# ---- design 1 ----
Fig. 1: design 1, cells coloured by class
The bar under the picture is 20 µm long. Fill, decap, tap and diode cells in grey.
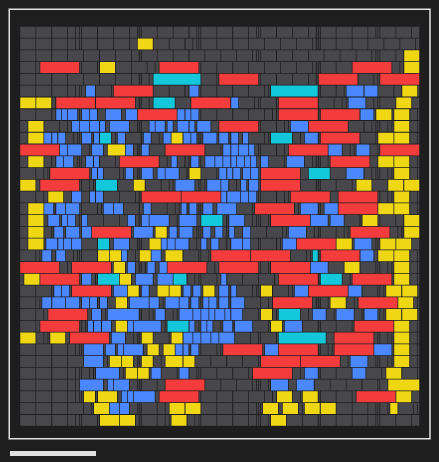

--- config.mk ---
export PLATFORM = sky130hd
export DESIGN_NAME = sfx_sample_sequencer
export DESIGN_NICKNAME = d
export VERILOG_FILES = /design/src/rtl/sfx_pkg.sv /design/src/rtl/sfx_priority_arbiter.sv /design/src/rtl/sfx_sample_sequencer.sv
export SDC_FILE = /design/constraint.sdc
export NUM_CORES = 1
export LEC_CHECK = 0
export CAP_MARGIN = 0
export CORE_AREA = 2 2 95 97
export DETAILED_ROUTE_END_ITERATION = 16
export DIE_AREA = 0 0 97 99
export PLACE_DENSITY = 0.66
export SYNTH_ARGS = -nofsm -noshare
export SYNTH_HDL_FRONTEND = slang
export SYNTH_HIERARCHICAL = 1
export SYNTH_SLANG_ARGS = --single-unit
--- constraint.sdc ---
create_clock -name Clock -period 2.7 [get_ports Clock]
set_clock_uncertainty 0.05 [all_clocks]
set_input_delay 0.675 -clock Clock [delete_from_list [all_inputs] [get_ports Clock]]
set_output_delay 0.675 -clock Clock [all_outputs]
set_load 0.005 [all_outputs]
--- src/rtl/sfx_pkg.sv ---
// Shared types and effect table for the SFX sample sequencer.
// Effect 1 is configured with zero length, so its trigger is inert.
package sfx_pkg;

    localparam int SFX_WIDTH  = 16;
    localparam int SFX_ADDR_W = 14;
    localparam int NUM_SFX    = 4;

    typedef enum logic [2:0] {
        IDLE    = 3'd0,
        FETCH   = 3'd1,
        CAPTURE = 3'd2,
        HOLD    = 3'd3,
        DRAIN   = 3'd4
    } sfx_state_t;

    typedef logic [1:0] sfx_idx_t;

    // 0=shot, 1=invader killed, 2=player explosion, 3=invader step
    localparam logic [SFX_ADDR_W-1:0] SFX_START [NUM_SFX] = '{14'h0000, 14'h0080, 14'h0100, 14'h0200};
    localparam logic [SFX_ADDR_W-1:0] SFX_LEN   [NUM_SFX] = '{14'd4,    14'd0,    14'd3,    14'd6};

endpackage

--- src/rtl/sfx_priority_arbiter.sv ---
// Combinational lowest-index-wins encoder over the trigger bits.
module sfx_priority_arbiter
    import sfx_pkg::*;
#(
    parameter int N = NUM_SFX
) (
    input  logic [N-1:0] req_i,
    output logic         valid_o,
    output sfx_idx_t     idx_o
);

    // Scan from the top so the lowest set index is the last one written.
    always_comb begin
        valid_o = |req_i;
        idx_o   = 2'd0;
        for (int i = N - 1; i >= 0; i--) begin
            idx_o = req_i[i] ? sfx_idx_t'(i) : idx_o;
        end
    end

endmodule

--- src/rtl/sfx_sample_sequencer.sv ---
// Fetches PCM samples for the active effect and presents them to the I2S transmitter.
// Optional SFX_VOLUME_EN adds a 3-bit arithmetic-shift volume input.
module sfx_sample_sequencer
    import sfx_pkg::*;
#(
    parameter int WIDTH  = SFX_WIDTH,
    parameter int ADDR_W = SFX_ADDR_W
) (
    input  logic                 Clock,
    input  logic                 nReset,
    input  logic                 onOff,
    input  logic [NUM_SFX-1:0]   trigger,
    input  logic                 Ready,
`ifdef SFX_VOLUME_EN
    input  logic [2:0]           volume,
`endif
    output logic [ADDR_W-1:0]    rom_addr,
    input  logic [WIDTH-1:0]     rom_data,
    output logic [2*WIDTH-1:0]   Tx,
    output logic                 busy,
    output logic [1:0]           sfx_id
);

    sfx_state_t          state_q, state_d;
    logic [ADDR_W-1:0]   rom_addr_q, rom_addr_d;
    logic [ADDR_W-1:0]   remaining_q, remaining_d;
    logic [WIDTH-1:0]    next_sample_q, next_sample_d;
    logic [2*WIDTH-1:0]  tx_q, tx_d;
    logic                busy_q, busy_d;
    sfx_idx_t            sfx_id_q, sfx_id_d;

    logic                arb_valid_s;
    sfx_idx_t            arb_idx_s;
    logic                start_ok_s;
    logic                preempt_s;
    logic [WIDTH-1:0]    scaled_s;

    sfx_priority_arbiter #(.N(NUM_SFX)) u_arb (
        .req_i   (trigger),
        .valid_o (arb_valid_s),
        .idx_o   (arb_idx_s)
    );

    // Zero-length effects never start; lower index than the current effect preempts.
    always_comb begin
        start_ok_s = arb_valid_s && (SFX_LEN[arb_idx_s] != {SFX_ADDR_W{1'b0}});
        preempt_s  = start_ok_s && (state_q != IDLE) && (arb_idx_s < sfx_id_q);
    end

    // Volume scaling is a sign-preserving shift of the captured sample.
    always_comb begin
`ifdef SFX_VOLUME_EN
        scaled_s = WIDTH'($signed(next_sample_q) >>> volume);
`else
        scaled_s = next_sample_q;
`endif
    end

    // Next-state logic; the Ready update is applied before any preempting restart.
    always_comb begin
        state_d       = state_q;
        rom_addr_d    = rom_addr_q;
        remaining_d   = remaining_q;
        next_sample_d = next_sample_q;
        tx_d          = tx_q;
        busy_d        = busy_q;
        sfx_id_d      = sfx_id_q;

        if (!onOff) begin
            state_d = IDLE;
            busy_d  = 1'b0;
            tx_d    = {(2*WIDTH){1'b0}};
        end else begin
            case (state_q)
                IDLE: begin
                    tx_d = {(2*WIDTH){1'b0}};
                    if (start_ok_s) begin
                        sfx_id_d    = arb_idx_s;
                        rom_addr_d  = ADDR_W'(SFX_START[arb_idx_s]);
                        remaining_d = ADDR_W'(SFX_LEN[arb_idx_s]);
                        busy_d      = 1'b1;
                        state_d     = FETCH;
                    end else begin
                        state_d = IDLE;
                    end
                end
                FETCH: begin
                    state_d = CAPTURE;
                end
                CAPTURE: begin
                    next_sample_d = rom_data;
                    state_d       = HOLD;
                end
                HOLD: begin
                    if (Ready) begin
                        tx_d        = {scaled_s, scaled_s};
                        remaining_d = remaining_q - ADDR_W'(1);
                        if (remaining_q == ADDR_W'(1)) begin
                            state_d = DRAIN;
                        end else begin
                            rom_addr_d = rom_addr_q + ADDR_W'(1);
                            state_d    = FETCH;
                        end
                    end else begin
                        state_d = HOLD;
                    end
                end
                DRAIN: begin
                    if (Ready) begin
                        tx_d    = {(2*WIDTH){1'b0}};
                        busy_d  = 1'b0;
                        state_d = IDLE;
                    end else begin
                        state_d = DRAIN;
                    end
                end
                default: begin
                    state_d = IDLE;
                    busy_d  = 1'b0;
                    tx_d    = {(2*WIDTH){1'b0}};
                end
            endcase

            if (preempt_s) begin
                sfx_id_d    = arb_idx_s;
                rom_addr_d  = ADDR_W'(SFX_START[arb_idx_s]);
                remaining_d = ADDR_W'(SFX_LEN[arb_idx_s]);
                busy_d      = 1'b1;
                state_d     = FETCH;
            end else begin
                sfx_id_d = sfx_id_d;
            end
        end
    end

    // State and output registers with asynchronous reset.
    always_ff @(posedge Clock or negedge nReset) begin
        if (!nReset) begin
            state_q       <= IDLE;
            rom_addr_q    <= {ADDR_W{1'b0}};
            remaining_q   <= {ADDR_W{1'b0}};
            next_sample_q <= {WIDTH{1'b0}};
            tx_q          <= {(2*WIDTH){1'b0}};
            busy_q        <= 1'b0;
            sfx_id_q      <= 2'd0;
        end else begin
            state_q       <= state_d;
            rom_addr_q    <= rom_addr_d;
            remaining_q   <= remaining_d;
            next_sample_q <= next_sample_d;
            tx_q          <= tx_d;
            busy_q        <= busy_d;
            sfx_id_q      <= sfx_id_d;
        end
    end

    assign rom_addr = rom_addr_q;
    assign Tx       = tx_q;
    assign busy     = busy_q;
    assign sfx_id   = sfx_id_q;

endmodule

# ---- design 2 ----
<file path="src/rtl/nsa_pkg.sv">
// Shared definitions for the nibble-serial adder: FSM state encoding and
// the width of one arithmetic slice.
package nsa_pkg;

    localparam int NIBBLE_W = 4;

    typedef enum logic [1:0] {
        IDLE = 2'd0,
        RUN  = 2'd1,
        DONE = 2'd2
    } nsa_state_t;

endpackage

</file>
<file path="src/rtl/nsa_nibble_add.sv">
// Combinational 4-bit adder slice (a + b + cin -> s, cout).
// The top level reuses this one slice on a different nibble every RUN cycle.
module nsa_nibble_add
    import nsa_pkg::*;
(
    input  logic [NIBBLE_W-1:0] a,
    input  logic [NIBBLE_W-1:0] b,
    input  logic                cin,
    output logic [NIBBLE_W-1:0] s,
    output logic                cout
);

    logic [NIBBLE_W:0] total;

    // Full-width add so the carry falls out as the top bit
    assign total = {1'b0, a} + {1'b0, b} + {{NIBBLE_W{1'b0}}, cin};
    assign s     = total[NIBBLE_W-1:0];
    assign cout  = total[NIBBLE_W];

endmodule

</file>
<file path="src/rtl/nibble_serial_adder.sv">
// Nibble-serial adder: captures A and B on start, then adds one 4-bit slice
// per cycle, LSB first, through a single shared nsa_nibble_add. done pulses
// for one cycle when Sum/C4 are final; they stay put until the next start.
// Optional macro NSA_SUB_EN adds a 'sub' input selecting A - B
// (A + ~B + 1); C4 then reads as "no borrow".
module nibble_serial_adder
    import nsa_pkg::*;
#(
    parameter int NIBBLES = 4
) (
    input  logic                      clk,
    input  logic                      rst,
    input  logic                      start,
    input  logic [4*NIBBLES-1:0]      A,
    input  logic [4*NIBBLES-1:0]      B,
`ifdef NSA_SUB_EN
    input  logic                      sub,
`endif
    output logic                      busy,
    output logic                      done,
    output logic [4*NIBBLES-1:0]      Sum,
    output logic                      C4
);

    localparam int W     = NIBBLE_W * NIBBLES;
    localparam int IDX_W = (NIBBLES > 1) ? $clog2(NIBBLES) : 1;
    localparam logic [IDX_W-1:0] LAST_IDX = IDX_W'(NIBBLES - 1);

    nsa_state_t           state;
    logic [IDX_W-1:0]     idx;
    logic                 carry;
    logic [W-1:0]         a_r;
    logic [W-1:0]         b_r;
    logic                 accept;
    logic                 cin_init;
    logic [W-1:0]         b_in;
    logic [NIBBLE_W-1:0]  slice_a;
    logic [NIBBLE_W-1:0]  slice_b;
    logic [NIBBLE_W-1:0]  slice_s;
    logic                 slice_cout;

    // A new operation is only taken when no addition is running
    assign accept = start && (state != RUN);

`ifdef NSA_SUB_EN
    // Subtraction is A + ~B + 1: invert B at capture and seed the carry
    assign b_in     = sub ? ~B : B;
    assign cin_init = sub;
`else
    assign b_in     = B;
    assign cin_init = 1'b0;
`endif

    assign slice_a = a_r[idx*NIBBLE_W +: NIBBLE_W];
    assign slice_b = b_r[idx*NIBBLE_W +: NIBBLE_W];

    nsa_nibble_add u_slice (
        .a    (slice_a),
        .b    (slice_b),
        .cin  (carry),
        .s    (slice_s),
        .cout (slice_cout)
    );

    // Operand capture; pure data, so no reset is needed
    always_ff @(posedge clk) begin
        if (accept) begin
            a_r <= A;
            b_r <= b_in;
        end
    end

    // Control FSM with registered busy/done and serial result assembly
    always_ff @(posedge clk or posedge rst) begin
        if (rst) begin
            state <= IDLE;
            busy  <= 1'b0;
            done  <= 1'b0;
            idx   <= '0;
            carry <= 1'b0;
            Sum   <= '0;
            C4    <= 1'b0;
        end else begin
            done <= 1'b0;
            case (state)
                IDLE, DONE: begin
                    if (start) begin
                        state <= RUN;
                        busy  <= 1'b1;
                        idx   <= '0;
                        carry <= cin_init;
                    end else begin
                        state <= IDLE;
                    end
                end
                RUN: begin
                    Sum[idx*NIBBLE_W +: NIBBLE_W] <= slice_s;
                    carry <= slice_cout;
                    idx   <= idx + IDX_W'(1);
                    if (idx == LAST_IDX) begin
                        state <= DONE;
                        busy  <= 1'b0;
                        done  <= 1'b1;
                        C4    <= slice_cout;
                    end
                end
                default: begin
                    state <= IDLE;
                    busy  <= 1'b0;
                end
            endcase
        end
    end

endmodule

</file>
<file path="config.mk">
export PLATFORM = sky130hd
export DESIGN_NAME = nibble_serial_adder
export DESIGN_NICKNAME = d
export VERILOG_FILES = /design/src/rtl/nsa_pkg.sv /design/src/rtl/nsa_nibble_add.sv /design/src/rtl/nibble_serial_adder.sv
export SDC_FILE = /design/constraint.sdc
export NUM_CORES = 1
export LEC_CHECK = 0
export CORE_MARGIN = 3
export CORE_UTILIZATION = 45
export CTS_BUF_LIST = sky130_fd_sc_hd__clkbuf_16
export CTS_CLUSTER_DIAMETER = 30
export DETAILED_ROUTE_END_ITERATION = 10
export GPL_ROUTABILITY_DRIVEN = 0
export PLACE_DENSITY = 0.73
export SLEW_MARGIN = 40
export SYNTH_ARGS = -nofsm -noshare
export SYNTH_HDL_FRONTEND = slang
export SYNTH_SLANG_ARGS = --single-unit
</file>
<file path="constraint.sdc">
create_clock -name clk -period 4.3 [get_ports clk]
set_input_delay 0.86 -clock clk [delete_from_list [all_inputs] [get_ports clk]]
set_output_delay 0.86 -clock clk [all_outputs]
set_load 0.1 [all_outputs]
</file>

==> layout pictures side by side <==
Routing congestion map.
image #1
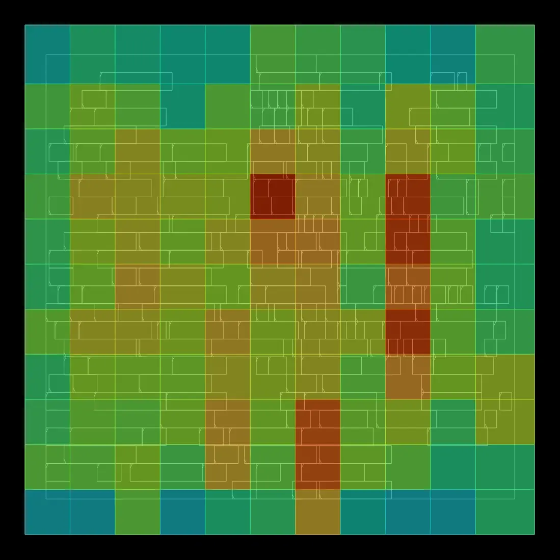
image #2
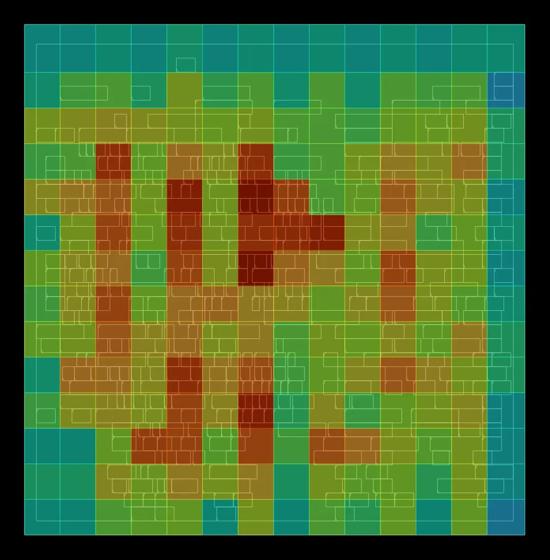
Of these, highest track usage: image #2
image #1 -> design 2
image #2 -> design 1

Fig. 2: design 1, cell density map
The die is cut into 10 by 10 equal tiles; white is low, dark blue is high, 0 to 100% covered.
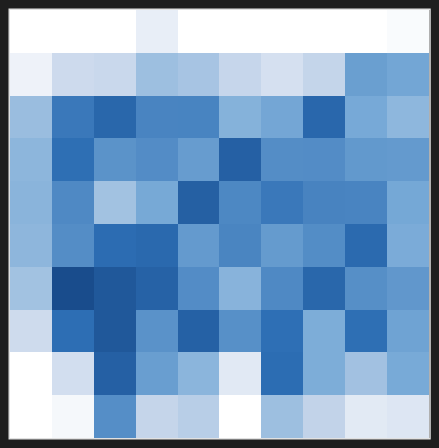
nearly empty tiles = 11%
fullest tile = 89%
tiles over 75% full = 15%
mean over tiles = 47%

Notes on Fig. 1 above:
yellow -> remaining buffers and delay cells  # cells 106
cyan -> clock drivers and dummy loads  # cells 16
blue -> combinational and other logic  # cells 236
red -> sequential cells  # cells 66

==> out/metrics.yaml, design 1 <==
worst_setup_path:
  cp.arrival_ns: 2.81
  cp-end-kind: "flip-flop"
  cp_num_buf_inv: 3
  crit_type: "in -> reg"
  crit_path_start_kind: "primary input"
  crit_chain: "clkdlybuf4s50_1, nor3_2, inv_1, ha_2, nand2b_4, a211oi_4, buf_6, o21ba_2, o21ai_0, a22o_1"
  crit_required_ns: 2.89
  slowest_delay_ns: 0.44
outcome:
  status: "complete, no violations"
synthesis:
  synth_cell_types: 52
  netlist_top_cells_count: "66 x dfrtp_1, 27 x a21oi_1, 23 x nor2_1"
  fp_nets: 366
  logic_family: "AND-OR/OR-AND gates"
  ys_sh_adder_pct: 2.93
clock_tree:
  hold_buffers: 0
  cts-root-buf: "clkbuf_8"
  cts.sinks: 66
finish:
  n_sequential_cell: 66
  buffer_area_share_pct: 21.6
  layout.cells.non_filler: 532
  clockNetworkAreaShare_pct: 5.23
  sh_comb_area_pct: 33.7
  n_clock_buffer: 10
  seq_share_pct: 35.7
  logic_area_um2: 1560
sta:
  finalCriticalPeriod_ns: 2.62
  worstMarginPinSlew_ns: 0.567
die:
  rows: 34
  coreArea_um2: 8550
  fp_util_pct: 40.0
  die_w_um: 97
  dieArea_um2: 9600
route:
  totalWireLength_um: 8450
-- design 1: registers in the layout, summed over array words and instances (netlist names) --
signal,cells
Tx,16
busy,1
next_sample_q,16
remaining_q,14
rom_addr,14
sfx_id,2
state_q,3
-- design 1: final timing paths --
kind	slack (ns)	from	to
worst min-delay path	0.27	nReset	Tx[17]
max in group asynchronous	2.03	nReset	remaining_q[6]
worst min register to register	0.44	next_sample_q[6]	Tx[22]
worst max-delay path	0.08	trigger[0]	remaining_q[10]
min in group Clock	0.44	next_sample_q[6]	Tx[22]
worst max register to register	0.55	remaining_q[1]	rom_addr[10]
-- design 1: routing by layer --
metal	vias up	part of all wire [%]	GRT usage (%)
li1	1392	-	-
met1	1442	46	24.9
met3	17	5.3	4.89
met5	-	0	0
met4	0	1.6	6.83
met2	107	47	28.0
Fig. 3: design 2, cells coloured by class
The bar under the picture is 20 µm long. Fill, decap, tap and diode cells in grey.
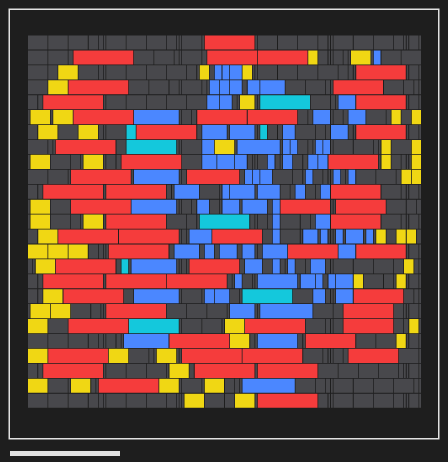
yellow -> remaining buffers and delay cells  # cells 54
cyan -> clock drivers and dummy loads  # cells 8
blue -> combinational and other logic  # cells 86
red -> sequential cells  # cells 56

Fig. 4: design 2, nets reached from selected ports
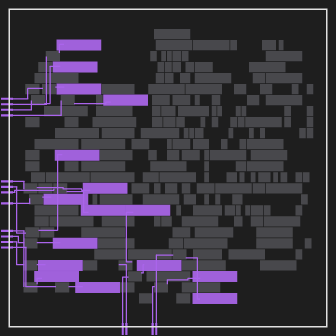
purple -> `B`  # bits 16, direction input, edge 12 left, 4 bottom, end cells 16, buffers 16, wire 334 µm

==> out/metrics.yaml, design 2 <==
sta:
  final-hold-violation-count: 0
  fmax_ghz: 0.378
clock_tree:
  hold_buffers: 0
  clkLatencyLatePin_ns: 0.29
  clk_pin_slew_worst_paths_ns: 0.07
finish:
  syn_to_final_growth_pct: 27.5
  nNonClkBuffers: 54
  lay_top_count: "clkdlybuf4s50_1"
  fin_util_pct: 61.0
  flop_area_um2: 1560
  sh_comb_area_pct: 24.3
placement:
  place.detailed.hpwl_um: 3130
flow_run:
  warnings: 31
route:
  drtIter0Drc: 26
worst_setup_path:
  cp-end-kind: "flip-flop"
  crit_slowest_cell: "dfrtp_2"
outcome:
  status: "complete, no violations"
[design 2: cells in the mapped netlist (all sizes together)]
master  instances
o31ai           4
inv             7
nor2b           3
nand2b          3
fa              2
nor2            3
mux4            8
xor2            1
dfrtp          24
nand2          16
and3            1
clkbuf          1
xnor2           1
and2            4
ha              9
nor4            1
a21oi           1
or3             1
buf             2
nand3           1
o21ai           7
mux2            1
a21o            2
a22o           10
edfxtp         32
[design 2: routing by layer]
layer	up-vias	global-route usage, %
met2	48	25.3
met1	648	16.9
li1	653	-
met4	0	5.94
met5	-	0
met3	9	4.59
[design 2: per-stage QoR]
stage / cell area [µm²] / hold WS [ns]
final: 2980 / 0.472
after global routing: 2980 / 0.500
after CTS: 2970 / 0.474
after detailed placement: 2840 / 0.458
after global placement: 2930 / 0.459
after floorplan: 2330 / 0.507
[design 2: kinds of logic after synthesis]
kind of cell / synth area share [%]
AND-OR/OR-AND: 7.40
XOR/XNOR: 0.751
adder cells (fa/ha/maj): 6.54
buffers and inverters: 2.14
flip-flops: 66.9
multiplexers: 8.53
AND/OR/NAND/NOR: 7.72


==> layout pictures side by side <==
The metal 1 layer.
Supply wires on this layer in grey.
(a)
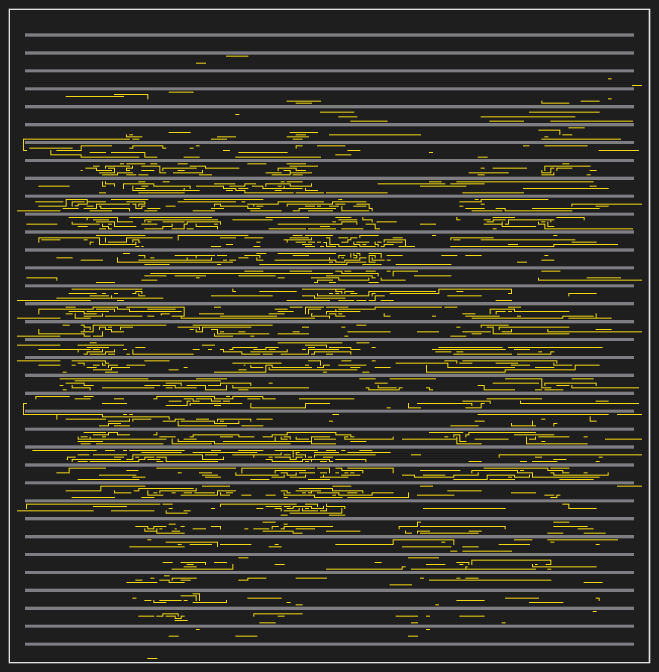
(b)
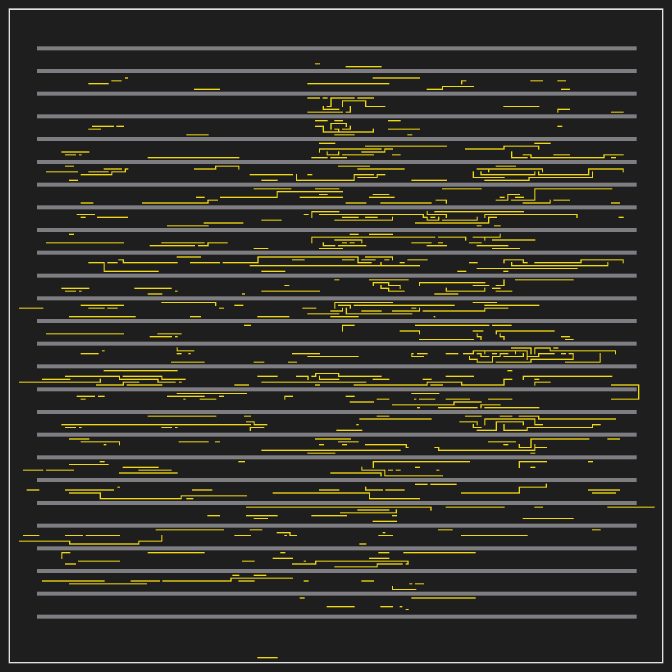
(a): design 1
(b): design 2

Key to (a):
wire length on this layer = 3910 µm
nets with wire on the layer = 395
longest straight run = 27.6 µm

